=== branch_predictor_btb ===
File: config.mk
export PLATFORM = sky130hd
export DESIGN_NAME = branch_predictor_btb
export DESIGN_NICKNAME = d
export VERILOG_FILES = /design/src/rtl/branch_predictor_btb.sv
export SDC_FILE = /design/constraint.sdc
export NUM_CORES = 2
export LEC_CHECK = 0
export ABC_AREA = 1
export ABC_CLOCK_PERIOD_IN_PS = 3800
export CORE_UTILIZATION = 60
export CTS_BUF_LIST = sky130_fd_sc_hd__clkbuf_8
export CTS_CLUSTER_DIAMETER = 40
export DETAILED_ROUTE_END_ITERATION = 12
export MAX_ROUTING_LAYER = met4
export PLACE_DENSITY = 0.78
export SLEW_MARGIN = 20
export SYNTH_ARGS = -nofsm -noshare
export SYNTH_HDL_FRONTEND = slang
export SYNTH_SLANG_ARGS = --single-unit
export TNS_END_PERCENT = 10
File: constraint.sdc
create_clock -name clk -period 3.8 [get_ports clk]
set_input_delay 0.57 -clock clk [delete_from_list [all_inputs] [get_ports clk]]
set_output_delay 0.57 -clock clk [all_outputs]
set_load 0.02 [all_outputs]
File: src/rtl/branch_predictor_btb.sv
// Branch target buffer with per-entry saturating direction counters.
// Zero-latency fetch lookup, ID-stage training, and saturating performance counters.
module branch_predictor_btb #(
    parameter int ADDR_W  = 32,
    parameter int ENTRIES = 16,
    parameter int CTR_W   = 2,
    parameter int CNT_W   = 16
) (
    input  logic              clk,
    input  logic              startin,
    input  logic [ADDR_W-1:0] if_pc,
    output logic              pred_hit,
    output logic              pred_taken,
    output logic [ADDR_W-1:0] pred_target,
    input  logic              upd_valid,
    input  logic [ADDR_W-1:0] upd_pc,
    input  logic              upd_taken,
    input  logic [ADDR_W-1:0] upd_target,
    input  logic              upd_pred_taken,
    input  logic [ADDR_W-1:0] upd_pred_target,
    output logic              mispredict,
    output logic [CNT_W-1:0]  branch_cnt,
    output logic [CNT_W-1:0]  mispred_cnt
);

    localparam int IDX_W = $clog2(ENTRIES);
    localparam int TAG_W = ADDR_W - IDX_W - 2;
    localparam logic [CTR_W-1:0] CTR_ONE        = CTR_W'(1);
    localparam logic [CTR_W-1:0] CTR_WEAK_TAKEN = CTR_ONE << (CTR_W - 1);
    localparam logic [CNT_W-1:0] CNT_ONE        = CNT_W'(1);

    logic [ENTRIES-1:0] valid_q;
    logic [TAG_W-1:0]   tag_q    [ENTRIES];
    logic [ADDR_W-1:0]  target_q [ENTRIES];
    logic [CTR_W-1:0]   ctr_q    [ENTRIES];

    logic [IDX_W-1:0] if_idx;
    logic [IDX_W-1:0] upd_idx;
    logic [TAG_W-1:0] if_tag;
    logic [TAG_W-1:0] upd_tag;
    logic             upd_hit;

    assign if_idx  = if_pc[IDX_W+1:2];
    assign if_tag  = if_pc[ADDR_W-1:IDX_W+2];
    assign upd_idx = upd_pc[IDX_W+1:2];
    assign upd_tag = upd_pc[ADDR_W-1:IDX_W+2];

    // Lookup reads registered state only, so a same-cycle update is not visible.
    assign pred_hit    = valid_q[if_idx] && (tag_q[if_idx] == if_tag);
    assign pred_taken  = pred_hit && ctr_q[if_idx][CTR_W-1];
    assign pred_target = pred_hit ? target_q[if_idx] : '0;

    assign upd_hit = valid_q[upd_idx] && (tag_q[upd_idx] == upd_tag);

    assign mispredict = upd_valid &&
                        ((upd_taken != upd_pred_taken) ||
                         (upd_taken && (upd_target != upd_pred_target)));

    always_ff @(posedge clk or negedge startin) begin
        if (!startin) begin
            valid_q <= '0;
            for (int unsigned i = 0; i < ENTRIES; i++) begin
                tag_q[i]    <= '0;
                target_q[i] <= '0;
                ctr_q[i]    <= '0;
            end
        end else if (upd_valid) begin
            if (upd_hit) begin
                if (upd_taken) begin
                    if (ctr_q[upd_idx] != '1)
                        ctr_q[upd_idx] <= ctr_q[upd_idx] + CTR_ONE;
                    target_q[upd_idx] <= upd_target;
                end else if (ctr_q[upd_idx] != '0) begin
                    ctr_q[upd_idx] <= ctr_q[upd_idx] - CTR_ONE;
                end
            end else if (upd_taken) begin
                // Allocation replaces whatever aliasing entry sits at this index.
                valid_q[upd_idx]  <= 1'b1;
                tag_q[upd_idx]    <= upd_tag;
                target_q[upd_idx] <= upd_target;
                ctr_q[upd_idx]    <= CTR_WEAK_TAKEN;
            end
        end
    end

    always_ff @(posedge clk or negedge startin) begin
        if (!startin) begin
            branch_cnt  <= '0;
            mispred_cnt <= '0;
        end else begin
            if (upd_valid && (branch_cnt != '1))
                branch_cnt <= branch_cnt + CNT_ONE;
            if (mispredict && (mispred_cnt != '1))
                mispred_cnt <= mispred_cnt + CNT_ONE;
        end
    end

endmodule
=== sdram_fb_arbiter ===
===== src/rtl/fb_pkg.sv =====
// Frame-buffer scheduler shared definitions: burst/frame geometry,
// arbiter state encoding and the SDRAM burst address composer.
package fb_pkg;

    localparam int unsigned BURST_LEN  = 512;
    localparam int unsigned FRAME_ROWS = 750;
    localparam int unsigned ROW_W      = 13;
    localparam int unsigned ADDR_W     = 24;
    localparam int unsigned COL_W      = $clog2(BURST_LEN);

    localparam logic [ROW_W-1:0] ROW_END  = ROW_W'(FRAME_ROWS);
    localparam logic [ROW_W-1:0] ROW_LAST = ROW_W'(FRAME_ROWS - 1);

    typedef enum logic [1:0] {
        IDLE,
        WR_BUSY,
        RD_BUSY
    } fb_state_t;

    // {0, bank, row, column 0}: one burst covers exactly one SDRAM row.
    function automatic logic [ADDR_W-1:0] fb_addr(
        input logic             bank,
        input logic [ROW_W-1:0] row
    );
        return {1'b0, bank, row, {COL_W{1'b0}}};
    endfunction

endpackage


===== src/rtl/fb_row_ctr.sv =====
// Row/bank counter for one frame-buffer requester plus its burst address.
// Ports: restart_i applies a frame restart, toggle_i selects writer-style
// bank handling (flip only after a full frame) versus follow_bank_i,
// inc_i advances the row (saturating), load_i latches addr_o for a grant,
// row_o is the current row count.
module fb_row_ctr
    import fb_pkg::*;
(
    input  logic              clk_133M_i,
    input  logic              rst_133i,
    input  logic              restart_i,
    input  logic              toggle_i,
    input  logic              follow_bank_i,
    input  logic              inc_i,
    input  logic              load_i,
    output logic [ROW_W-1:0]  row_o,
    output logic [ADDR_W-1:0] addr_o
);

    logic             bank_q;
    logic             full;
    logic             new_bank;
    logic             bank_eff;
    logic [ROW_W-1:0] row_eff;

    // A grant in the restart cycle must already see the restarted position.
    always_comb begin
        full     = (row_o == ROW_END);
        new_bank = toggle_i ? (bank_q ^ full) : follow_bank_i;
        bank_eff = restart_i ? new_bank : bank_q;
        row_eff  = restart_i ? '0 : row_o;
    end

    always_ff @(posedge clk_133M_i) begin
        if (rst_133i) begin
            row_o  <= '0;
            bank_q <= 1'b0;
            addr_o <= '0;
        end else begin
            if (restart_i) begin
                row_o  <= '0;
                bank_q <= new_bank;
            end else if (inc_i && row_o < ROW_END) begin
                row_o <= row_o + 1'b1;
            end
            if (load_i) begin
                addr_o <= fb_addr(bank_eff, row_eff);
            end
        end
    end

endmodule


===== src/rtl/sdram_fb_arbiter.sv =====
// Round-robin burst scheduler between camera writes and VGA reads with
// ping-pong frame banks in front of the single sdram_top request port.
// Ports: frame-start pulses and FIFO levels in, write/read req+addr out,
// acks in, wr_row_o progress, frame_done_o pulse, vga_en_o release.
module sdram_fb_arbiter
    import fb_pkg::*;
(
    input  logic              clk_133M_i,
    input  logic              rst_133i,
    input  logic              wr_frame_start_i,
    input  logic              rd_frame_start_i,
    input  logic              wr_fifo_ready_i,
    input  logic              rd_fifo_space_i,
    output logic              wr_sdram_req_o,
    input  logic              wr_sdram_ack_i,
    output logic [ADDR_W-1:0] wr_sdram_add_o,
    output logic              rd_sdram_req_o,
    input  logic              rd_sdram_ack_i,
    output logic [ADDR_W-1:0] rd_sdram_add_o,
    output logic [ROW_W-1:0]  wr_row_o,
    output logic              frame_done_o,
    output logic              vga_en_o
);

    fb_state_t        state_q;
    fb_state_t        state_d;
    logic             wr_pend_q;
    logic             rd_pend_q;
    logic             last_rd_q;
    logic             done_bank_q;
    logic             frame_valid_q;
    logic             frame_done_q;
    logic             idle;
    logic             wr_apply;
    logic             rd_apply;
    logic             wr_elig;
    logic             rd_elig;
    logic             grant_wr;
    logic             grant_rd;
    logic             wr_done;
    logic             rd_done;
    logic             wr_last;
    logic [ROW_W-1:0] wr_row;
    logic [ROW_W-1:0] rd_row;

    // Pending restarts (including a pulse arriving this cycle) land in
    // IDLE before arbitration so the grant uses the restarted row/bank.
    always_comb begin
        idle     = (state_q == IDLE);
        wr_apply = idle & (wr_pend_q | wr_frame_start_i);
        rd_apply = idle & (rd_pend_q | rd_frame_start_i);
        wr_elig  = wr_fifo_ready_i & (wr_apply | (wr_row < ROW_END));
        rd_elig  = frame_valid_q & rd_fifo_space_i
                 & (rd_apply | (rd_row < ROW_END));
        grant_rd = idle & rd_elig & (~wr_elig | ~last_rd_q);
        grant_wr = idle & wr_elig & ~grant_rd;
        wr_done  = (state_q == WR_BUSY) & wr_sdram_ack_i;
        rd_done  = (state_q == RD_BUSY) & rd_sdram_ack_i;
        wr_last  = wr_done & (wr_row == ROW_LAST);
    end

    always_ff @(posedge clk_133M_i) begin
        if (rst_133i) begin
            state_q <= IDLE;
        end else begin
            state_q <= state_d;
        end
    end

    always_comb begin
        state_d = state_q;
        unique case (state_q)
            IDLE: begin
                if (grant_rd) begin
                    state_d = RD_BUSY;
                end else if (grant_wr) begin
                    state_d = WR_BUSY;
                end
            end
            WR_BUSY: if (wr_sdram_ack_i) state_d = IDLE;
            RD_BUSY: if (rd_sdram_ack_i) state_d = IDLE;
            default: state_d = IDLE;
        endcase
    end

    always_comb begin
        wr_sdram_req_o = 1'b0;
        rd_sdram_req_o = 1'b0;
        unique case (state_q)
            WR_BUSY: wr_sdram_req_o = 1'b1;
            RD_BUSY: rd_sdram_req_o = 1'b1;
            default: ;
        endcase
    end

    // The write address register holds the bank of the burst being acked,
    // so it names the bank that has just been completed.
    always_ff @(posedge clk_133M_i) begin
        if (rst_133i) begin
            wr_pend_q     <= 1'b0;
            rd_pend_q     <= 1'b0;
            last_rd_q     <= 1'b0;
            done_bank_q   <= 1'b0;
            frame_valid_q <= 1'b0;
            frame_done_q  <= 1'b0;
        end else begin
            wr_pend_q    <= (wr_pend_q | wr_frame_start_i) & ~idle;
            rd_pend_q    <= (rd_pend_q | rd_frame_start_i) & ~idle;
            frame_done_q <= wr_last;
            if (grant_wr | grant_rd) begin
                last_rd_q <= grant_rd;
            end
            if (wr_last) begin
                done_bank_q   <= wr_sdram_add_o[ADDR_W-2];
                frame_valid_q <= 1'b1;
            end
        end
    end

    fb_row_ctr u_wr_ctr (
        .clk_133M_i    (clk_133M_i),
        .rst_133i      (rst_133i),
        .restart_i     (wr_apply),
        .toggle_i      (1'b1),
        .follow_bank_i (1'b0),
        .inc_i         (wr_done),
        .load_i        (grant_wr),
        .row_o         (wr_row),
        .addr_o        (wr_sdram_add_o)
    );

    fb_row_ctr u_rd_ctr (
        .clk_133M_i    (clk_133M_i),
        .rst_133i      (rst_133i),
        .restart_i     (rd_apply),
        .toggle_i      (1'b0),
        .follow_bank_i (done_bank_q),
        .inc_i         (rd_done),
        .load_i        (grant_rd),
        .row_o         (rd_row),
        .addr_o        (rd_sdram_add_o)
    );

    assign wr_row_o     = wr_row;
    assign frame_done_o = frame_done_q;
    assign vga_en_o     = frame_valid_q;

endmodule


===== config.mk =====
export PLATFORM = sky130hd
export DESIGN_NAME = sdram_fb_arbiter
export DESIGN_NICKNAME = d
export VERILOG_FILES = /design/src/rtl/fb_pkg.sv /design/src/rtl/fb_row_ctr.sv /design/src/rtl/sdram_fb_arbiter.sv
export SDC_FILE = /design/constraint.sdc
export NUM_CORES = 1
export LEC_CHECK = 0
export ABC_AREA = 1
export CORE_UTILIZATION = 35
export DETAILED_ROUTE_END_ITERATION = 10
export REMOVE_ABC_BUFFERS = 1
export SLEW_MARGIN = 25
export SYNTH_ARGS = -nofsm -noshare
export SYNTH_HDL_FRONTEND = slang
export SYNTH_HIERARCHICAL = 1
export SYNTH_SLANG_ARGS = --single-unit

===== constraint.sdc =====
create_clock -name clk_133M_i -period 1.7 [get_ports clk_133M_i]
set_clock_uncertainty 0.1 [all_clocks]
set_input_delay 0.17 -clock clk_133M_i [delete_from_list [all_inputs] [get_ports clk_133M_i]]
set_output_delay 0.17 -clock clk_133M_i [all_outputs]
set_load 0.005 [all_outputs]

=== pipe_skid_reg ===
===== config.mk =====
export PLATFORM = sky130hd
export DESIGN_NAME = pipe_skid_reg
export DESIGN_NICKNAME = d
export VERILOG_FILES = /design/src/rtl/pipe_pkg.sv /design/src/rtl/sat_counter.sv /design/src/rtl/pipe_skid_reg.sv
export SDC_FILE = /design/constraint.sdc
export NUM_CORES = 1
export LEC_CHECK = 0
export CAP_MARGIN = 20
export CORE_ASPECT_RATIO = 0.5
export CORE_MARGIN = 3
export CORE_UTILIZATION = 45
export DETAILED_ROUTE_END_ITERATION = 16
export GPL_ROUTABILITY_DRIVEN = 0
export GPL_TIMING_DRIVEN = 1
export PLACE_DENSITY = 0.8
export SETUP_SLACK_MARGIN = 0.5
export SLEW_MARGIN = 20
export SYNTH_ARGS = -nofsm -noshare
export SYNTH_HDL_FRONTEND = slang
export SYNTH_HIERARCHICAL = 1
export SYNTH_SLANG_ARGS = --single-unit

===== constraint.sdc =====
create_clock -name clk -period 5.41 [get_ports clk]
set_input_delay 0.541 -clock clk [delete_from_list [all_inputs] [get_ports clk]]
set_output_delay 0.541 -clock clk [all_outputs]
set_load 0.01 [all_outputs]

===== src/rtl/pipe_pkg.sv =====
// pipe_pkg: state encoding and handshake helper shared by the pipeline registers.
package pipe_pkg;
   typedef enum logic [1:0] {
      ST_EMPTY = 2'd0,
      ST_ONE   = 2'd1,
      ST_TWO   = 2'd2
   } state_e;

   function automatic logic fire(input logic valid, input logic ready);
      return valid && ready;
   endfunction
endpackage


===== src/rtl/sat_counter.sv =====
// sat_counter: counts cycles with inc high and sticks at the all-ones value.
module sat_counter #(
   parameter int W = 32
) (
   input  logic         clk,
   input  logic         reset,
   input  logic         inc,
   output logic [W-1:0] count
);
   logic [W-1:0] count_q, count_d;

   assign count_d = (inc && count_q != {W{1'b1}}) ? count_q + W'(1) : count_q;
   assign count   = count_q;

   always_ff @(posedge clk or posedge reset)
      if (reset) count_q <= '0;
      else       count_q <= count_d;
endmodule


===== src/rtl/pipe_skid_reg.sv =====
// pipe_skid_reg: elastic valid/ready pipeline register with optional two-entry skid buffer,
// synchronous flush and a saturating stall counter.
module pipe_skid_reg
   import pipe_pkg::*;
#(
   parameter int               WIDTH     = 64,
   parameter logic [WIDTH-1:0] RESET_VAL = {WIDTH{1'b0}},
   parameter bit               SKID      = 1'b1,
   parameter int               CNT_W     = 32
) (
   input  logic             clk,
   input  logic             reset,
   input  logic             in_valid,
   output logic             in_ready,
   input  logic [WIDTH-1:0] in_data,
   output logic             out_valid,
   input  logic             out_ready,
   output logic [WIDTH-1:0] out_data,
   input  logic             flush,
   output logic [1:0]       occupancy,
   output logic [CNT_W-1:0] stall_cnt
);
   state_e           state_q, state_d;
   logic [WIDTH-1:0] main_q, main_d, skid_val;
   logic             in_fire, out_fire;

   // With SKID the ready path sees only registered state, breaking the out_ready -> in_ready chain.
   assign out_valid = state_q != ST_EMPTY;
   assign in_ready  = !reset && !flush && (SKID ? state_q != ST_TWO : (!out_valid || out_ready));
   assign in_fire   = fire(in_valid, in_ready);
   assign out_fire  = fire(out_valid, out_ready);
   assign out_data  = main_q;
   assign occupancy = state_q;

   always_comb begin
      state_d = state_q;
      main_d  = main_q;
      if (flush) begin
         state_d = ST_EMPTY;
         main_d  = RESET_VAL;
      end else begin
         case (state_q)
            ST_EMPTY: if (in_fire) begin
               state_d = ST_ONE;
               main_d  = in_data;
            end
            ST_ONE: begin
               if (in_fire && out_fire) main_d = in_data;
               else if (in_fire)        state_d = ST_TWO;
               else if (out_fire)       state_d = ST_EMPTY;
            end
            ST_TWO: if (out_fire) begin
               state_d = ST_ONE;
               main_d  = skid_val;
            end
            default: state_d = ST_EMPTY;
         endcase
      end
   end

   always_ff @(posedge clk or posedge reset)
      if (reset) begin
         state_q <= ST_EMPTY;
         main_q  <= RESET_VAL;
      end else begin
         state_q <= state_d;
         main_q  <= main_d;
      end

   generate
      if (SKID) begin : g_skid
         logic [WIDTH-1:0] skid_q;
         always_ff @(posedge clk or posedge reset)
            if (reset)                                        skid_q <= RESET_VAL;
            else if (flush)                                   skid_q <= RESET_VAL;
            else if (state_q == ST_ONE && in_fire && !out_fire) skid_q <= in_data;
         assign skid_val = skid_q;
      end else begin : g_single
         assign skid_val = RESET_VAL;
      end
   endgenerate

   sat_counter #(.W(CNT_W)) u_stall (
      .clk   (clk),
      .reset (reset),
      .inc   (out_valid && !out_ready),
      .count (stall_cnt)
   );
endmodule



==> layout pictures side by side <==
Clock wires, drivers and flops.
image #1
Scale: 1 px per µm.
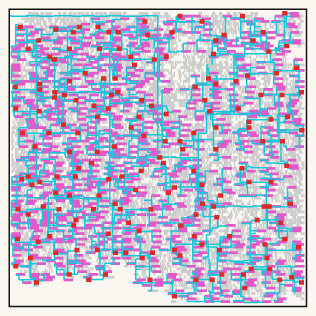
image #2
Scale: 3 px per µm.
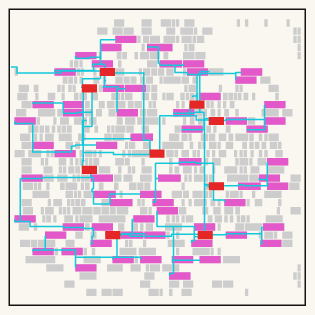
image #3
Scale: 2 px per µm.
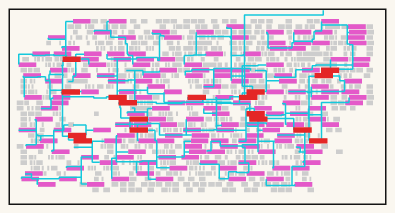
For branch_predictor_btb, see image #1.
For sdram_fb_arbiter, see image #2.
For pipe_skid_reg, see image #3.
Of these, largest die: image #1
Of these, smallest die: image #2

Key to image #2:
[cyan] clock wires | length: 902 µm
[magenta] flip-flops | count: 64
[red] clock drivers | count: 9
flops lie: all over the die

pipe_skid_reg, metal layers overlaid:
Scale: 3 px per µm.
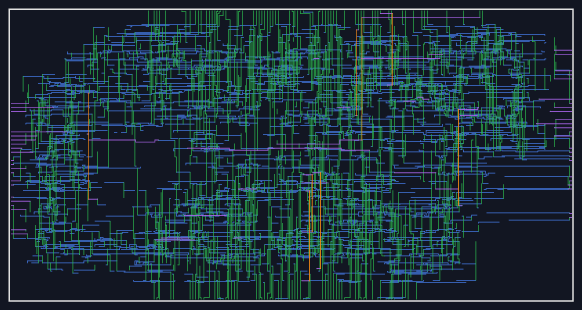
| colour | layer | wire length |
|---|---|---|
| blue | metal 1 | 8350 µm |
| orange | metal 4 | 241 µm |
| green | metal 2 | 9210 µm |
| purple | metal 3 | 506 µm |

==> deck_impl_summary.md, pipe_skid_reg <==
Synthesis and Place & Route Summary

Worst hold path
  – Worst Hold Launch: out_data[48]

STA
  – Hold Slack: 0.4758 ns
  – TNS Setup: 0 ns
  – Final Hold Viols: 0

Detailed routing
  – Wire length on met2: ~9200 µm
  – Total vias in the final route: approximately 6000
  – Vias/cell: 5.316
  – Metal-1 WL: approximately 8300 µm

Floorplan
  – Tapcell Cnt: 221
  – Die Height: around 97 µm
  – Num ports: 169

Cells and area
  – # fillers: around 1300
  – Clock-cell share of area: approximately 6.6%
  – Sequential share of cell area: about two fifths
  – Data buffer area share: between 15 and 20%
  – Register Area: 4054 µm²
  – Multi-input gates: 505
  – Core Util, Final: just over 60%
  – Number of antenna diodes: 0

Logic synthesis
  – Area leader, netlist: dfrtp_1
  – Most frequent cells after synthesis: nand2_1, dfrtp_1, a21oi_1
  – Top cell area share: roughly 55%
  – Syn Inst Count: about 730
  – Mean post-synth cell area: a little over 10 µm²

Pwr
  – Pwr dens: approximately 310 nW/µm²
  – NetSw: 0.7326 mW
  – Leakage Power: roughly 4.2 nW
  – Clock share of power: a little over two fifths

Clocking
  – Post-CTS Setup Inserts: 0
  – CTS sink count: 162
  – CTS Hold Bufs: 0
  – Root Driver: clkbuf_16

GRT
  – Total GRT Usage: between 20% and 30%
  – First-pass GRT wire length: 29960 µm

Status
  – Status: finished clean

Placement
  – Placed Cells: ~1100
  – Cell Area, Placed: just over 9000 µm²

Worst setup path
  – Worst Path Required: between 5 and 6 ns
  – Worst reg2reg endpoint: u_stall/count[23]
==> pipe_skid_reg: power by group through the flow <==
stage               registers, mW  logic [mW]  clock network (mW)
global placement             1.35       0.387                   0
detailed placement           1.35       0.396                   0
floorplan                    1.36       0.152                   0
global route                 1.34       0.422                1.40
CTS                          1.33       0.398                1.35
finish                       1.33       0.392                1.32
==> pipe_skid_reg: flip-flops by register name (all words and copies together) (netlist names) <==
name,count
occupancy,2
g_skid.skid_q,64
out_data,64
u_stall/count,32
==> pipe_skid_reg: cells by family after synthesis <==
kind of cell               synth area share [%]
buffers and inverters                     4.070
DFF                                       54.72
and+or+nand+nor                           16.08
adders and majority gates                0.1689
xor gates and xnor gates                  3.310
muxes                                     9.069
AOI/OAI and AO/OA                         12.58
==> pipe_skid_reg: metrics by stage <==
step / worst slack, ns / total power, mW
6_report: 2.488 / 3.040
3_3_place_gp: 2.235 / 1.733
2_1_floorplan: 1.400 / 1.517
5_1_grt: 2.330 / 3.160
4_1_cts: 2.539 / 3.073
3_5_place_dp: 2.078 / 1.744
branch_predictor_btb, floorplan with the power grid:
Scale: 1 px per µm. Pins as bars on the die edge.
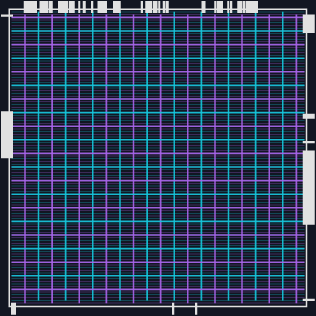
| colour | net |
|---|---|
| purple | VSS |
| cyan | VDD |
met5 straps: 21
rows: 107
signal pins: 200
met1 rails: 108

branch_predictor_btb, metal layers overlaid:
Scale: 1.5 px per µm.
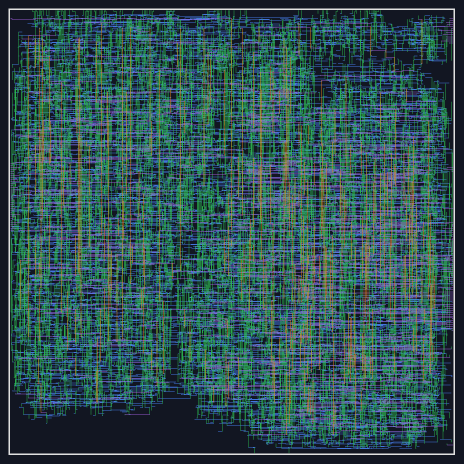
| colour | layer | wire length |
|---|---|---|
| green | metal 2 | 76.7 mm |
| blue | metal 1 | 66.0 mm |
| orange | metal 4 | 9790 µm |
| purple | metal 3 | 19000 µm |

==> deck_impl_summary.md, branch_predictor_btb <==
Synthesis and Place & Route Summary

Status
  – Status: complete, but fails checks
  – Failing checks: negative setup slack

Worst setup path
  – CP arrival: 3.24 ns

Clocking
  – CTS tree: built
  – Root Driver: clkbuf_8

Logic synthesis
  – XORs/XNORs by Area: 0.8969%
  – Cell Type Count: 43
  – Commonest flop: dfrtp_1
  – #FFs+latches synth: 1008

Worst hold path
  – Worst min path class: in2reg

Cells and area
  – Fin cells: 8416
  – Final Net Count: ~7300
  – Logic area: 23330 µm²

Floorplan
  – Die W: 295.7 µm

STA
  – Final worst path period need: ~3.8 ns
  – Final setup margin: -0.008277 ns
  – Final setup vio count: 1

GRT
  – Global Route met3 Usage: 8.529%

Pwr
  – Top pwr grp: sequential cells
  – Power Internal: 21.12 mW

Detailed routing
  – Total vias in the final route: 50590
  – Wire length on met2: 76700 µm
==> branch_predictor_btb: sequential cells by signal (all words and copies together) (netlist names) <==
signal	count
mispred_cnt	16
ctr_q	32
valid_q	16
target_q	512
branch_cnt	16
tag_q	416
==> branch_predictor_btb: final timing paths <==
| kind | end | slack [ns] |
|---|---|---|
| max | pred_target[7] | -0.008 |
| min | target_q[481] | 0.30 |
| max reg2reg | tag_q[330] | 0.78 |
| min reg2reg | valid_q[6] | 0.47 |
| max in group asynchronous | target_q[344] | 2.35 |
| min in group asynchronous | tag_q[402] | 0.32 |
==> branch_predictor_btb: per-stage QoR <==
stage	util, %	setup WS [ns]	instance area (µm²)	setup TNS [ns]	hold WS (ns)
2_1_floorplan	-	0.2578	51760	0	0.2744
3_3_place_gp	66.31	-0.2658	56550	-21.43	0.4447
3_5_place_dp	66.31	-0.3516	56550	-40.16	0.4524
4_1_cts	70.71	-0.09628	60300	-0.09628	0.2545
5_1_grt	71.00	-0.09466	60550	-2.083	0.2812
6_report	71.00	-0.008277	60550	-0.008277	0.2960
sdram_fb_arbiter, the clock network:
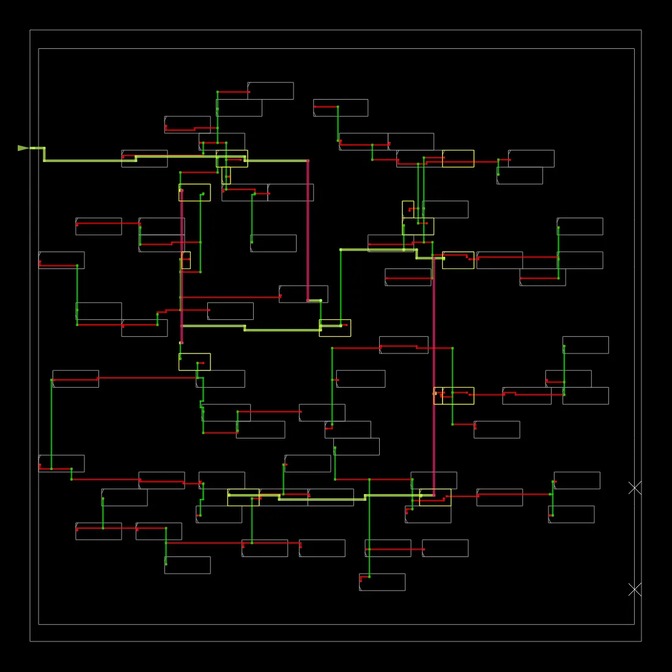
# clk buffers: 13
clock distribution power: 1.11 mW
flip-flops: 64
CTS buffer count: 9
CTS sink count: 64

sdram_fb_arbiter, selected gate families:
Scale: 3 px per µm.
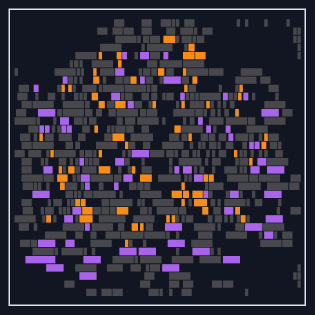
| colour | family | cells | most used |
|---|---|---|---|
| orange | nor cells | 66 | nor2_1 |
| purple | aoi and oai cells | 64 | o32ai_2 |
logic share of the area: 39.59%
fin cells: 644

==> deck_impl_summary.md, sdram_fb_arbiter <==
Synthesis and Place & Route Summary

Detailed routing
  – DR iter-0 viols: roughly 110
  – Drt wl/cell: roughly 13 µm
  – Drt drc: 2
  – Vias/cell: between 4 and 5
  – Routed wire length: roughly 8500 µm

Cells and area
  – Final Net Count: 545
  – Finished Cell Area: between 4000 and 5000 µm²

STA
  – Final setup margin: -0.01612 ns
  – Final setup vio count: 3
  – TNS Setup: -0.02773 ns

Floorplan
  – Die W: 98.19 µm
  – Core ar.: slightly below 9000 µm²
  – Die Height: 98.19 µm

GRT
  – Antenna violations before repair: 0

Logic synthesis
  – Syn Inst Count: between 400 and 500
  – Most numerous cell in the Yosys netlist: nand2_1
  – Area leader, netlist: dfxtp_1
  – Yosys stat chip area: 3238 µm²

Status
  – Failing checks: design-rule violations, negative setup slack
  – Status: complete, but fails checks

Run
  – Max Cap Violations: 0

Worst hold path
  – Worst min path class: reg2reg

Clocking
  – Root Driver: clkbuf_8

Worst setup path
  – CP arrival: 1.87 ns
[sdram_fb_arbiter: metal layers]
metal  routed length, µm  track usage [%]
met2                4427            32.99
met4                 147            6.659
met3                 344            4.295
met5                   0                0
met1                3596            21.15
[sdram_fb_arbiter: power breakdown]
| part | switching (mW) | internal (mW) |
|---|---|---|
| Clock | 0.555 | 0.553 |
| Sequential | 0.0106 | 1.51 |
| Combinational | 0.168 | 0.112 |
| Total | 0.733 | 2.17 |
[sdram_fb_arbiter: cell type report]
| cell class | instances | area (µm²) |
|---|---|---|
| clock buffer | 13 | 148.9 |
| clock inverter | 1 | 5.005 |
| fill | 839 | 4209 |
| inverter | 57 | 224.0 |
| multi-input combinational | 295 | 1837 |
| sequential | 64 | 1296 |
| tap | 108 | 135.1 |
| timing repair buffer | 106 | 993.5 |
[sdram_fb_arbiter: critical path, delay by kind of cell, from the launching register on]
family | cells | cell delay, ns
AND-OR/OR-AND | 2 | 0.39
buffers and inverters | 4 | 0.35
flip-flops | 1 | 0.33
AND/OR/NAND/NOR | 6 | 0.44

=== correlator_shot_sequencer_flat ===
correlator_shot_sequencer_flat, clock wires, drivers and flops:
Scale: 1 px per µm.
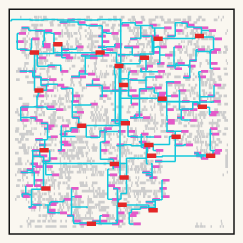

`config.mk`:
```
export PLATFORM = sky130hd
export DESIGN_NAME = correlator_shot_sequencer_flat
export DESIGN_NICKNAME = d
export VERILOG_FILES = /design/src/rtl/correlator_shot_sequencer_if.sv /design/src/rtl/correlator_shot_sequencer.sv /design/src/flat_wrapper.sv
export SDC_FILE = /design/constraint.sdc
export NUM_CORES = 1
export LEC_CHECK = 0
export ABC_AREA = 1
export CAP_MARGIN = 5
export CORE_MARGIN = 5
export CORE_UTILIZATION = 30
export CTS_CLUSTER_DIAMETER = 80
export CTS_CLUSTER_SIZE = 24
export DETAILED_ROUTE_END_ITERATION = 7
export HOLD_SLACK_MARGIN = 0.15
export PLACE_DENSITY_LB_ADDON = 0.08
export SLEW_MARGIN = 10
export SYNTH_ARGS = -nofsm -noshare
export SYNTH_HDL_FRONTEND = slang
export SYNTH_SLANG_ARGS = --single-unit
export TNS_END_PERCENT = 30
```
`constraint.sdc`:
```
create_clock -name i_clk -period 3.05 [get_ports i_clk]
set_input_delay 0.305 -clock i_clk [delete_from_list [all_inputs] [get_ports i_clk]]
set_output_delay 0.305 -clock i_clk [all_outputs]
set_load 0.01 [all_outputs]
```
`src/rtl/correlator_shot_sequencer_if.sv`:
```
// +----------------------------------------------------------------------+
// | correlator_shot_sequencer_if : sequencer <-> correlator handshake     |
// | Rev 1.0                                                               |
// +----------------------------------------------------------------------+
`default_nettype none

interface correlator_shot_sequencer_if;
    logic        CorrStart;
    logic        CorrStop;
    logic        CorrDone;
    logic        CorrBright;
    logic [1:0]  CorrArrival;
    logic [31:0] CorrTimeSpan;

    modport master (
        output CorrStart,
        output CorrStop,
        input  CorrDone,
        input  CorrBright,
        input  CorrArrival,
        input  CorrTimeSpan
    );

    modport slave (
        input  CorrStart,
        input  CorrStop,
        output CorrDone,
        output CorrBright,
        output CorrArrival,
        output CorrTimeSpan
    );
endinterface

`default_nettype wire

```
`src/rtl/correlator_shot_sequencer.sv`:
```
// +----------------------------------------------------------------------+
// | correlator_shot_sequencer : N-shot batch controller with timeout,     |
// | statistics; SEQ_SPAN_SUM_EN builds the bright-shot span accumulator.  |
// | Rev 1.0                                                               |
// +----------------------------------------------------------------------+
`default_nettype none

module correlator_shot_sequencer #(
    parameter int SHOT_W  = 16,
    parameter int HOLDOFF = 4,
    parameter int SPAN_W  = 48
) (
    input  logic                  i_clk,
    input  logic                  i_rst,
    input  logic                  i_Run,
    input  logic                  i_Abort,
    input  logic [SHOT_W-1:0]     i_NumShots,
    input  logic [31:0]           i_Timeout,
    correlator_shot_sequencer_if.master corr,
    output logic                  o_Busy,
    output logic                  o_Done,
    output logic [SHOT_W-1:0]     o_ShotCount,
    output logic [SHOT_W-1:0]     o_BrightCount,
    output logic [SHOT_W-1:0]     o_DarkCount,
    output logic [SHOT_W-1:0]     o_TimeoutCount,
    output logic [4*SHOT_W-1:0]   o_ArrHist,
    output logic [SPAN_W-1:0]     o_SpanSum
);

    typedef enum logic [2:0] {
        S_IDLE   = 3'd0,
        S_ARM    = 3'd1,
        S_START  = 3'd2,
        S_WAIT   = 3'd3,
        S_ACCUM  = 3'd4,
        S_HOLD   = 3'd5,
        S_DRAIN  = 3'd6,
        S_FINISH = 3'd7
    } state_t;

    localparam logic [31:0] c_HOLD_LAST = 32'(HOLDOFF - 1);

    state_t              state_q, state_d;
    logic [SHOT_W-1:0]   num_q, num_d;
    logic [31:0]         tmo_q, tmo_d;
    logic [31:0]         cnt_q, cnt_d;
    logic [SHOT_W-1:0]   issued_q, issued_d;
    logic                start_q, start_d;
    logic                stop_q, stop_d;
    logic                busy_q, busy_d;
    logic                done_q, done_d;
    logic [SHOT_W-1:0]   shot_q, shot_d;
    logic [SHOT_W-1:0]   bright_q, bright_d;
    logic [SHOT_W-1:0]   dark_q, dark_d;
    logic [SHOT_W-1:0]   tcnt_q, tcnt_d;
    logic [4*SHOT_W-1:0] hist_q, hist_d;
    logic                cap_bright_q, cap_bright_d;
    logic [1:0]          cap_arr_q, cap_arr_d;
    logic                cap_tflag_q, cap_tflag_d;
    logic                abort_seen_q, abort_seen_d;

    function automatic logic [SHOT_W-1:0] sat_inc(input logic [SHOT_W-1:0] v);
        return (&v) ? v : v + SHOT_W'(1);
    endfunction

    function automatic logic [31:0] sat_inc32(input logic [31:0] v);
        return (&v) ? v : v + 32'd1;
    endfunction

    always_comb begin
        state_d      = state_q;
        num_d        = num_q;
        tmo_d        = tmo_q;
        cnt_d        = cnt_q;
        issued_d     = issued_q;
        stop_d       = stop_q;
        shot_d       = shot_q;
        bright_d     = bright_q;
        dark_d       = dark_q;
        tcnt_d       = tcnt_q;
        hist_d       = hist_q;
        cap_bright_d = cap_bright_q;
        cap_arr_d    = cap_arr_q;
        cap_tflag_d  = cap_tflag_q;
        abort_seen_d = abort_seen_q;

        case (state_q)
            S_IDLE: begin
                if (i_Run && !i_Abort) state_d = S_ARM;
            end
            S_ARM: begin
                num_d        = i_NumShots;
                tmo_d        = i_Timeout;
                issued_d     = '0;
                shot_d       = '0;
                bright_d     = '0;
                dark_d       = '0;
                tcnt_d       = '0;
                hist_d       = '0;
                abort_seen_d = 1'b0;
                cnt_d        = '0;
                if (i_Abort || i_NumShots == '0) state_d = S_FINISH;
                else                             state_d = S_START;
            end
            S_START: begin
                // Counter runs from the start cycle so stop lands Timeout cycles after start.
                issued_d = sat_inc(issued_q);
                cnt_d    = sat_inc32(cnt_q);
                if (i_Abort) begin
                    stop_d  = 1'b1;
                    state_d = S_DRAIN;
                end else begin
                    state_d = S_WAIT;
                end
            end
            S_WAIT: begin
                cnt_d = sat_inc32(cnt_q);
                if (corr.CorrDone) begin
                    cap_bright_d = corr.CorrBright;
                    cap_arr_d    = corr.CorrArrival;
                    cap_tflag_d  = stop_q;
                    abort_seen_d = i_Abort;
                    stop_d       = 1'b0;
                    state_d      = S_ACCUM;
                end else if (i_Abort) begin
                    stop_d  = 1'b1;
                    state_d = S_DRAIN;
                end else if (tmo_q != '0 && cnt_q >= tmo_q - 32'd1) begin
                    stop_d = 1'b1;
                end
            end
            S_ACCUM: begin
                if (cap_tflag_q) begin
                    tcnt_d = sat_inc(tcnt_q);
                end else begin
                    shot_d = sat_inc(shot_q);
                    if (cap_bright_q) bright_d = sat_inc(bright_q);
                    else              dark_d   = sat_inc(dark_q);
                    for (int k = 0; k < 4; k++) begin
                        if (cap_arr_q == 2'(k))
                            hist_d[k*SHOT_W +: SHOT_W] = sat_inc(hist_q[k*SHOT_W +: SHOT_W]);
                    end
                end
                cnt_d = '0;
                if (issued_q == num_q || abort_seen_q || i_Abort) state_d = S_FINISH;
                else                                             state_d = S_HOLD;
            end
            S_HOLD: begin
                if (i_Abort) begin
                    state_d = S_FINISH;
                end else if (cnt_q >= c_HOLD_LAST) begin
                    cnt_d   = '0;
                    state_d = S_START;
                end else begin
                    cnt_d = sat_inc32(cnt_q);
                end
            end
            S_DRAIN: begin
                if (corr.CorrDone) begin
                    stop_d  = 1'b0;
                    state_d = S_FINISH;
                end
            end
            S_FINISH: begin
                state_d = S_IDLE;
            end
            default: begin
                state_d = S_IDLE;
            end
        endcase

        // Pulse/level outputs follow the next state so they are registered yet state-aligned.
        start_d = (state_d == S_START);
        done_d  = (state_d == S_FINISH);
        busy_d  = (state_d != S_IDLE);
    end

    always_ff @(posedge i_clk) begin
        if (i_rst) begin
            state_q      <= S_IDLE;
            num_q        <= '0;
            tmo_q        <= '0;
            cnt_q        <= '0;
            issued_q     <= '0;
            start_q      <= 1'b0;
            stop_q       <= 1'b0;
            busy_q       <= 1'b0;
            done_q       <= 1'b0;
            shot_q       <= '0;
            bright_q     <= '0;
            dark_q       <= '0;
            tcnt_q       <= '0;
            hist_q       <= '0;
            cap_bright_q <= 1'b0;
            cap_arr_q    <= '0;
            cap_tflag_q  <= 1'b0;
            abort_seen_q <= 1'b0;
        end else begin
            state_q      <= state_d;
            num_q        <= num_d;
            tmo_q        <= tmo_d;
            cnt_q        <= cnt_d;
            issued_q     <= issued_d;
            start_q      <= start_d;
            stop_q       <= stop_d;
            busy_q       <= busy_d;
            done_q       <= done_d;
            shot_q       <= shot_d;
            bright_q     <= bright_d;
            dark_q       <= dark_d;
            tcnt_q       <= tcnt_d;
            hist_q       <= hist_d;
            cap_bright_q <= cap_bright_d;
            cap_arr_q    <= cap_arr_d;
            cap_tflag_q  <= cap_tflag_d;
            abort_seen_q <= abort_seen_d;
        end
    end

`ifdef SEQ_SPAN_SUM_EN
    logic [31:0]       cap_span_q, cap_span_d;
    logic [SPAN_W-1:0] span_q, span_d;
    logic [SPAN_W:0]   w_span_add;

    assign w_span_add = {1'b0, span_q} + (SPAN_W+1)'(cap_span_q);

    always_comb begin
        cap_span_d = cap_span_q;
        span_d     = span_q;
        if (state_q == S_ARM) begin
            span_d = '0;
        end else if (state_q == S_WAIT && corr.CorrDone) begin
            cap_span_d = corr.CorrTimeSpan;
        end else if (state_q == S_ACCUM && !cap_tflag_q && cap_bright_q) begin
            span_d = w_span_add[SPAN_W] ? '1 : w_span_add[SPAN_W-1:0];
        end
    end

    always_ff @(posedge i_clk) begin
        if (i_rst) begin
            cap_span_q <= '0;
            span_q     <= '0;
        end else begin
            cap_span_q <= cap_span_d;
            span_q     <= span_d;
        end
    end

    assign o_SpanSum = span_q;
`else
    logic w_unused_span;
    assign w_unused_span = ^corr.CorrTimeSpan;
    assign o_SpanSum     = '0;
`endif

    assign corr.CorrStart = start_q;
    assign corr.CorrStop  = stop_q;
    assign o_Busy         = busy_q;
    assign o_Done         = done_q;
    assign o_ShotCount    = shot_q;
    assign o_BrightCount  = bright_q;
    assign o_DarkCount    = dark_q;
    assign o_TimeoutCount = tcnt_q;
    assign o_ArrHist      = hist_q;

endmodule

`default_nettype wire
```
`src/flat_wrapper.sv`:
```
// flat-port wrapper written by rule: the top's interface ports become plain ports
module correlator_shot_sequencer_flat 
#(
    parameter int SHOT_W  = 16,
    parameter int HOLDOFF = 4,
    parameter int SPAN_W  = 48
)
  (i_clk, i_rst, i_Run, i_Abort, i_NumShots, i_Timeout, o_Busy, o_Done, o_ShotCount, o_BrightCount, o_DarkCount, o_TimeoutCount, o_ArrHist, o_SpanSum, corr_CorrStart, corr_CorrStop, corr_CorrDone, corr_CorrBright, corr_CorrArrival, corr_CorrTimeSpan);
  correlator_shot_sequencer_if corr_i ();
  input  logic i_clk;
  input  logic i_rst;
  input  logic i_Run;
  input  logic i_Abort;
  input  logic [SHOT_W-1:0] i_NumShots;
  input  logic [31:0] i_Timeout;
  output logic o_Busy;
  output logic o_Done;
  output logic [SHOT_W-1:0] o_ShotCount;
  output logic [SHOT_W-1:0] o_BrightCount;
  output logic [SHOT_W-1:0] o_DarkCount;
  output logic [SHOT_W-1:0] o_TimeoutCount;
  output logic [4*SHOT_W-1:0] o_ArrHist;
  output logic [SPAN_W-1:0] o_SpanSum;
  output wire logic [$bits(corr_i.CorrStart)-1:0] corr_CorrStart;
  output wire logic [$bits(corr_i.CorrStop)-1:0] corr_CorrStop;
  input wire logic [$bits(corr_i.CorrDone)-1:0] corr_CorrDone;
  input wire logic [$bits(corr_i.CorrBright)-1:0] corr_CorrBright;
  input wire logic [$bits(corr_i.CorrArrival)-1:0] corr_CorrArrival;
  input wire logic [$bits(corr_i.CorrTimeSpan)-1:0] corr_CorrTimeSpan;
  assign corr_CorrStart = corr_i.CorrStart;
  assign corr_CorrStop = corr_i.CorrStop;
  assign corr_i.CorrDone = corr_CorrDone;
  assign corr_i.CorrBright = corr_CorrBright;
  assign corr_i.CorrArrival = corr_CorrArrival;
  assign corr_i.CorrTimeSpan = corr_CorrTimeSpan;
  correlator_shot_sequencer #(.SHOT_W(SHOT_W), .HOLDOFF(HOLDOFF), .SPAN_W(SPAN_W)) u_core (.i_clk(i_clk), .i_rst(i_rst), .i_Run(i_Run), .i_Abort(i_Abort), .i_NumShots(i_NumShots), .i_Timeout(i_Timeout), .corr(corr_i), .o_Busy(o_Busy), .o_Done(o_Done), .o_ShotCount(o_ShotCount), .o_BrightCount(o_BrightCount), .o_DarkCount(o_DarkCount), .o_TimeoutCount(o_TimeoutCount), .o_ArrHist(o_ArrHist), .o_SpanSum(o_SpanSum));
endmodule
```
=== dm_arbiter ===
### src/rtl/dm_arb_pkg.sv
// Shared definitions for the two-port data-memory arbiter: port count,
// default memory depth, priority-state encoding and the address check.
package dm_arb_pkg;

    localparam int          NUM_PORTS         = 2;
    localparam int unsigned MEM_WORDS_DEFAULT = 1024;

    // Which port wins when both request in the same cycle.
    typedef enum logic {
        PRI0 = 1'b0,
        PRI1 = 1'b1
    } pri_t;

    // A command is an error if it is not word aligned or falls past the
    // end of memory. The limit is built in 34 bits so that large
    // MEM_WORDS values and addresses near 2^32 compare correctly.
    function automatic logic addr_is_err(input logic [31:0] addr,
                                         input int unsigned words);
        logic [33:0] limit;
        limit = 34'(words) << 2;
        return (addr[1:0] != 2'b00) || ({2'b00, addr} >= limit);
    endfunction

endpackage

### src/rtl/dm_arb_resp.sv
// Per-port response stage: registered rvalid/err/rdata strobe one cycle
// after a grant, plus a saturating count of grants to the port.
module dm_arb_resp #(
    parameter int CNT_W = 16
) (
    input  logic             clk,
    input  logic             reset,
    input  logic             gnt,
    input  logic             err_in,
    input  logic [31:0]      rdata_in,
    output logic             rvalid,
    output logic             err,
    output logic [31:0]      rdata,
    output logic [CNT_W-1:0] cnt
);

    logic             rvalid_reg;
    logic             err_reg;
    logic [31:0]      rdata_reg;
    logic [CNT_W-1:0] cnt_reg;

    // Capture the response of a granted command; err/rdata hold otherwise.
    always_ff @(posedge clk or posedge reset) begin
        if (reset) begin
            rvalid_reg <= 1'b0;
            err_reg    <= 1'b0;
            rdata_reg  <= '0;
            cnt_reg    <= '0;
        end else begin
            rvalid_reg <= gnt;
            if (gnt) begin
                err_reg   <= err_in;
                rdata_reg <= rdata_in;
                if (cnt_reg != '1) begin
                    cnt_reg <= cnt_reg + CNT_W'(1);
                end
            end
        end
    end

    assign rvalid = rvalid_reg;
    assign err    = err_reg;
    assign rdata  = rdata_reg;
    assign cnt    = cnt_reg;

endmodule

### src/rtl/dm_arbiter.sv
// Two-port arbiter in front of a single-ported data memory. Grants are
// combinational with alternating tie priority; responses come back one
// cycle after the grant through a dm_arb_resp stage per port.
module dm_arbiter
    import dm_arb_pkg::*;
#(
    parameter int unsigned MEM_WORDS = MEM_WORDS_DEFAULT,
    parameter int          CNT_W     = 16
) (
    input  logic             clk,
    input  logic             reset,
    input  logic             p0_req,
    input  logic             p0_we,
    input  logic [31:0]      p0_addr,
    input  logic [31:0]      p0_wdata,
    output logic             p0_gnt,
    output logic             p0_rvalid,
    output logic [31:0]      p0_rdata,
    output logic             p0_err,
    input  logic             p1_req,
    input  logic             p1_we,
    input  logic [31:0]      p1_addr,
    input  logic [31:0]      p1_wdata,
    output logic             p1_gnt,
    output logic             p1_rvalid,
    output logic [31:0]      p1_rdata,
    output logic             p1_err,
    output logic             mem_we,
    output logic [31:0]      mem_addr,
    output logic [31:0]      mem_wdata,
    input  logic [31:0]      mem_rdata,
    output logic [CNT_W-1:0] p0_cnt,
    output logic [CNT_W-1:0] p1_cnt
);

    pri_t pri_reg, pri_next;

    logic [NUM_PORTS-1:0] req_vec;
    logic [NUM_PORTS-1:0] gnt_vec;
    logic [NUM_PORTS-1:0] err_vec;
    logic [NUM_PORTS-1:0] rvalid_vec;
    logic [NUM_PORTS-1:0] rerr_vec;
    logic [31:0]          addr_arr  [NUM_PORTS];
    logic [31:0]          rdata_arr [NUM_PORTS];
    logic [CNT_W-1:0]     cnt_arr   [NUM_PORTS];

    logic        sel_we;
    logic        sel_err;
    logic [31:0] sel_addr;
    logic [31:0] sel_wdata;
    logic [31:0] resp_rdata;

    assign req_vec     = {p1_req, p0_req};
    assign addr_arr[0] = p0_addr;
    assign addr_arr[1] = p1_addr;

    // Grant decision: a lone requester wins, a tie goes to the priority
    // holder; nothing is granted while reset is held.
    always_comb begin
        gnt_vec = '0;
        if (!reset) begin
            if (req_vec[0] && (!req_vec[1] || pri_reg == PRI0)) begin
                gnt_vec[0] = 1'b1;
            end else if (req_vec[1]) begin
                gnt_vec[1] = 1'b1;
            end
        end
    end

    // Command mux onto the memory port; idle cycles drive all zeros and an
    // erroneous command is passed through with its write suppressed.
    always_comb begin
        sel_we    = 1'b0;
        sel_err   = 1'b0;
        sel_addr  = '0;
        sel_wdata = '0;
        if (gnt_vec[0]) begin
            sel_we    = p0_we;
            sel_err   = err_vec[0];
            sel_addr  = p0_addr;
            sel_wdata = p0_wdata;
        end else if (gnt_vec[1]) begin
            sel_we    = p1_we;
            sel_err   = err_vec[1];
            sel_addr  = p1_addr;
            sel_wdata = p1_wdata;
        end
    end

    assign mem_we    = sel_we & ~sel_err;
    assign mem_addr  = sel_addr;
    assign mem_wdata = sel_wdata;

    // Only a valid read returns memory data; writes and errors return zero.
    assign resp_rdata = (sel_we || sel_err) ? 32'h0 : mem_rdata;

    // Priority next state: the port just served yields the next tie.
    always_comb begin
        pri_next = pri_reg;
        if (gnt_vec[0]) begin
            pri_next = PRI1;
        end else if (gnt_vec[1]) begin
            pri_next = PRI0;
        end
    end

    // Priority state register.
    always_ff @(posedge clk or posedge reset) begin
        if (reset) begin
            pri_reg <= PRI0;
        end else begin
            pri_reg <= pri_next;
        end
    end

    generate
        for (genvar gi = 0; gi < NUM_PORTS; gi++) begin : g_port
            assign err_vec[gi] = addr_is_err(addr_arr[gi], MEM_WORDS);

            dm_arb_resp #(
                .CNT_W (CNT_W)
            ) u_resp (
                .clk      (clk),
                .reset    (reset),
                .gnt      (gnt_vec[gi]),
                .err_in   (err_vec[gi]),
                .rdata_in (resp_rdata),
                .rvalid   (rvalid_vec[gi]),
                .err      (rerr_vec[gi]),
                .rdata    (rdata_arr[gi]),
                .cnt      (cnt_arr[gi])
            );
        end
    endgenerate

    assign p0_gnt    = gnt_vec[0];
    assign p1_gnt    = gnt_vec[1];
    assign p0_rvalid = rvalid_vec[0];
    assign p1_rvalid = rvalid_vec[1];
    assign p0_err    = rerr_vec[0];
    assign p1_err    = rerr_vec[1];
    assign p0_rdata  = rdata_arr[0];
    assign p1_rdata  = rdata_arr[1];
    assign p0_cnt    = cnt_arr[0];
    assign p1_cnt    = cnt_arr[1];

endmodule

### config.mk
export PLATFORM = sky130hd
export DESIGN_NAME = dm_arbiter
export DESIGN_NICKNAME = d
export VERILOG_FILES = /design/src/rtl/dm_arb_pkg.sv /design/src/rtl/dm_arb_resp.sv /design/src/rtl/dm_arbiter.sv
export SDC_FILE = /design/constraint.sdc
export NUM_CORES = 1
export LEC_CHECK = 0
export CAP_MARGIN = 20
export CORE_ASPECT_RATIO = 0.6
export CORE_UTILIZATION = 32
export CTS_CLUSTER_SIZE = 10
export DETAILED_ROUTE_END_ITERATION = 8
export PLACE_DENSITY = 0.82
export REMOVE_ABC_BUFFERS = 1
export SLEW_MARGIN = 10
export SYNTH_ARGS = -nofsm -noshare
export SYNTH_HDL_FRONTEND = slang
export SYNTH_SLANG_ARGS = --single-unit
### constraint.sdc
create_clock -name clk -period 3.3 [get_ports clk]
set_input_delay 0.66 -clock clk [delete_from_list [all_inputs] [get_ports clk]]
set_output_delay 0.66 -clock clk [all_outputs]
set_load 0.1 [all_outputs]
dm_arbiter, the clock network:
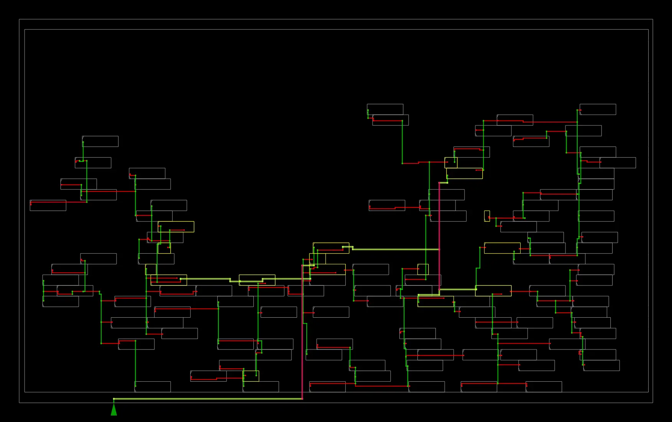
# clk buffers: 10
clock distribution power: 1.02 mW
CTS sink count: 101

==> deck_impl_summary.md, dm_arbiter <==
Synthesis and Place & Route Summary

Clocking
  – Clock latency reported for the late side of the worst-skew pair: about 0.34 ns
  – # H-tree levels: 3

Worst setup path
  – Slowest-stage cell, CP: clkdlybuf4s50_1
  – Worst setup path startpoint: p0_addr[16]
  – Setup Crit Path Kind: in2out

Logic synthesis
  – Cells in synth_stat.txt: slightly above 400
  – Top cell area share: about half
  – Most frequent cells after synthesis: a22o_1, dfrtp_1, nor4_1
  – #FFs+latches synth: 101
  – Synth logic family: AND-OR/OR-AND gates

Worst hold path
  – End of the worst hold path: g_port[0].u_resp.cnt[14]
  – Worst min path class: reg2reg

Run
  – Max Cap Violations: 0

Placement
  – PortBufs: about 330
  – Placed Cells: 925

Floorplan
  – Initial core utilization: between 30% and 40%
  – Num ports: around 330
  – Chip area: 15810 µm²
  – Core ar.: about 15000 µm²

Detailed routing
  – TritonRoute pass-1 iters: 4

Status
  – Status: finished clean

Cells and area
  – Most instantiated logic cells after routing: clkdlybuf4s50_1, a22o_1, buf_4
==> dm_arbiter: worst max-delay path by stage <==
stage | to | slack (ns) | cells past startpoint
floorplan | mem_addr[0] | -1.50 | 4
global placement | mem_we | 0.11 | 5
detailed placement | mem_we | 0.08 | 5
CTS | mem_we | 0.08 | 5
global route | mem_addr[26] | 0.02 | 7
finish | mem_we | 0.11 | 6
==> dm_arbiter: routing by layer <==
layer / GRT usage, % / vias up / wire length [µm]
li1: - / 2279 / -
met1: 34.48 / 2497 / 8586
met2: 40.98 / 216 / 10070
met3: 4.758 / 25 / 1283
met4: 6.604 / 0 / 386
met5: 0 / - / 0
==> dm_arbiter: critical path, delay by kind of cell <==
kind | cells | cell delay, ns
buf+inv | 2 | 0.64
compound gates | 1 | 0.29
simple gates | 3 | 0.93
==> dm_arbiter: final cells by class <==
cell class              instances  area [µm²]
clock buffers                  10       229.0
flip-flops and latches        101        2527
clock inverters                 6       55.05
well taps                     198       247.7
repair buffers                348        3918
diodes                          2       5.005
fillers                      1133        5559
inverters                       8       32.53
multi-input cells             270        2146
correlator_shot_sequencer_flat, the clock network:
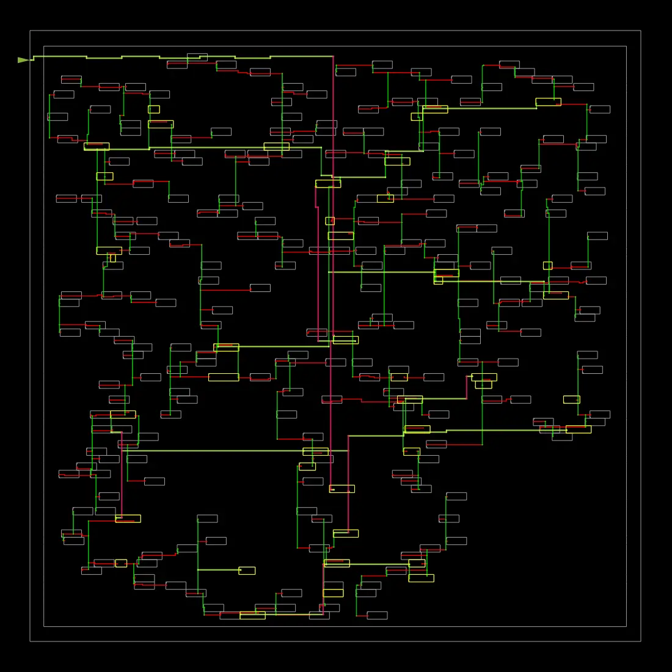
flip-flops: 236
clock skew: 0.02443 ns
CTS sink count: 236
# clk buffers: 25
CTS buffer count: 24

correlator_shot_sequencer_flat, metal layers overlaid:
Scale: 2 px per µm.
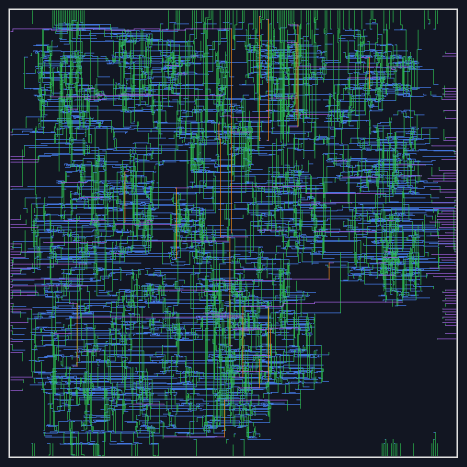
| colour | layer | wire length |
|---|---|---|
| blue | metal 1 | 20.9 mm |
| orange | metal 4 | 656 µm |
| purple | metal 3 | 2130 µm |
| green | metal 2 | 18700 µm |
total vias in the final route: 13390
drt wl/cell: 14.99 µm
routed wire length: 42440 µm
Total GRT Usage: 16.34%

About 'clock wires, drivers and flops' of correlator_shot_sequencer_flat:
[magenta] flip-flops | count: 236
[red] clock drivers | count: 24
[cyan] clock wires | length: 3870 µm
flops lie: all over the die
clock latency reported for the late side of the worst-skew pair: 0.56 ns
clock share of power: 24.9%
clock distribution power: 3.31 mW

==> deck_impl_summary.md, correlator_shot_sequencer_flat <==
Synthesis and Place & Route Summary

Status
  – Status: finished clean

Pwr
  – NetSw: approximately 6.0 mW
  – Combinational power: a little over 6 mW
  – Seq pwr share: between 20% and 30%
  – Pwr dens: approximately 780 nW/µm²

Clocking
  – Root Driver: clkbuf_16
  – # H-tree levels: 1
  – CTS max path bufs: 3
  – Post-CTS Setup Inserts: 0

Worst setup path
  – RR Startpoint: u_core.tmo_q[3]
  – Buffers and inverters on the worst path: 0
  – Critical path peak fanout: 4
  – Crit path max-delay family: simple AND/OR/NAND/NOR gates
  – CP arrival: around 3.3 ns
  – Total stage count of the critical path: 20

Cells and area
  – # fillers: approximately 4900
  – Data buffer area share: around an eighth
  – Ratio of cells with drive above 1 in the final layout: between 6 and 7%
  – Finished Cell Area: ~17000 µm²
  – Multi-input gates: approximately 1500
  – Final Net Count: 2344

Logic synthesis
  – Commonest flop: dfxtp_1
  – Synthesized cell area: approximately 14000 µm²
  – #FFs+latches synth: about 240
  – XORs/XNORs by Area: 5.454%

Floorplan
  – Chip area: 49860 µm²
  – Cell row count: a little under 80
  – Core ar.: approximately 45000 µm²
  – Num ports: between 200 and 300

STA
  – Worst slew margin: roughly three fifths
  – Hold Slack: between 0.3 and 0.4 ns

Placement
  – Cell Area, Placed: 16130 µm²

Detailed routing
  – TritonRoute pass-1 iters: 5

Worst hold path
  – WHS Path Cells: 3
  – Worst Hold Launch: i_Timeout[19]
  – Worst min path class: in2reg

GRT
  – First-pass GRT wire length: 68360 µm
correlator_shot_sequencer_flat: routing by layer:
| metal | global-route usage (%) | vias up | share of wire, % |
|---|---|---|---|
| li1 | - | 6960 | - |
| met1 | 23.36 | 6110 | 49 |
| met2 | 26.09 | 278 | 44 |
| met3 | 2.513 | 37 | 5.0 |
| met4 | 3.577 | 0 | 1.5 |
| met5 | 0 | - | 0 |
correlator_shot_sequencer_flat: Yosys cell counts (7+ instances only):
cell,number,area (µm²)
a211oi_1,20,150.1
a21oi_1,161,805.8
buf_2,8,40.04
buf_4,48,360.4
clkbuf_1,33,123.9
dfxtp_1,236,4725
ha_1,44,550.5
inv_1,200,750.7
inv_2,8,30.03
nand2_1,385,1445
nand3_1,116,580.6
nand4_1,40,250.2
nor2_1,304,1141
nor2_2,8,50.05
nor3_1,98,490.5
nor3_2,7,70.07
nor3b_1,7,52.55
nor4_1,23,143.9
o21ai_0,114,570.6
xnor2_1,38,332.8
xor2_1,47,411.6
correlator_shot_sequencer_flat: tightest hold or removal path, cell delays in order:
cell	delay, ns
clkdlybuf4s50_1	0.40
nor2_1	0.10
nor2_1	0.05


==> notes/layouts.md <==
Pictures saved along the way, in no particular order.

Floorplan with the power grid.
picture 1
Scale: 1.5 px per µm. Pins as bars on the die edge.
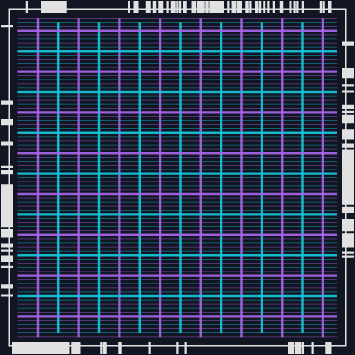
picture 2
Scale: 4 px per µm. Pins as bars on the die edge.
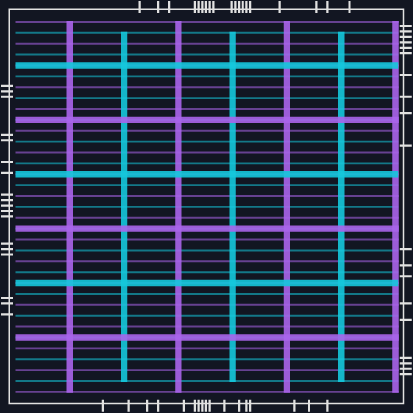
picture 3
Scale: 3 px per µm. Pins as bars on the die edge.
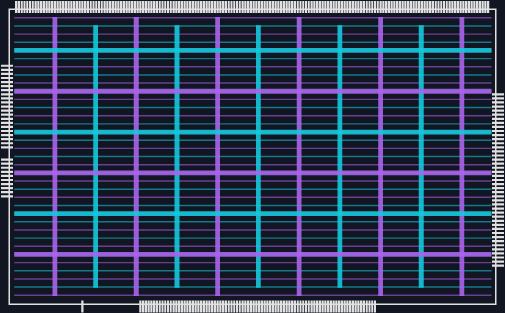
picture 4
Scale: 2 px per µm. Pins as bars on the die edge.
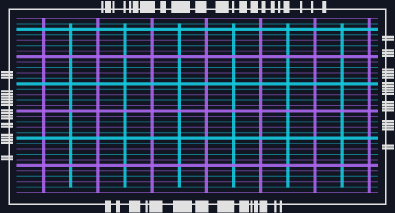
dm_arbiter: picture 3
sdram_fb_arbiter: picture 2
pipe_skid_reg: picture 4
correlator_shot_sequencer_flat: picture 1
The one with the fewest pins is picture 2.
The one with the most pins is picture 3.

Power figures rest on the tool's default switching activity, not on a simulated workload.
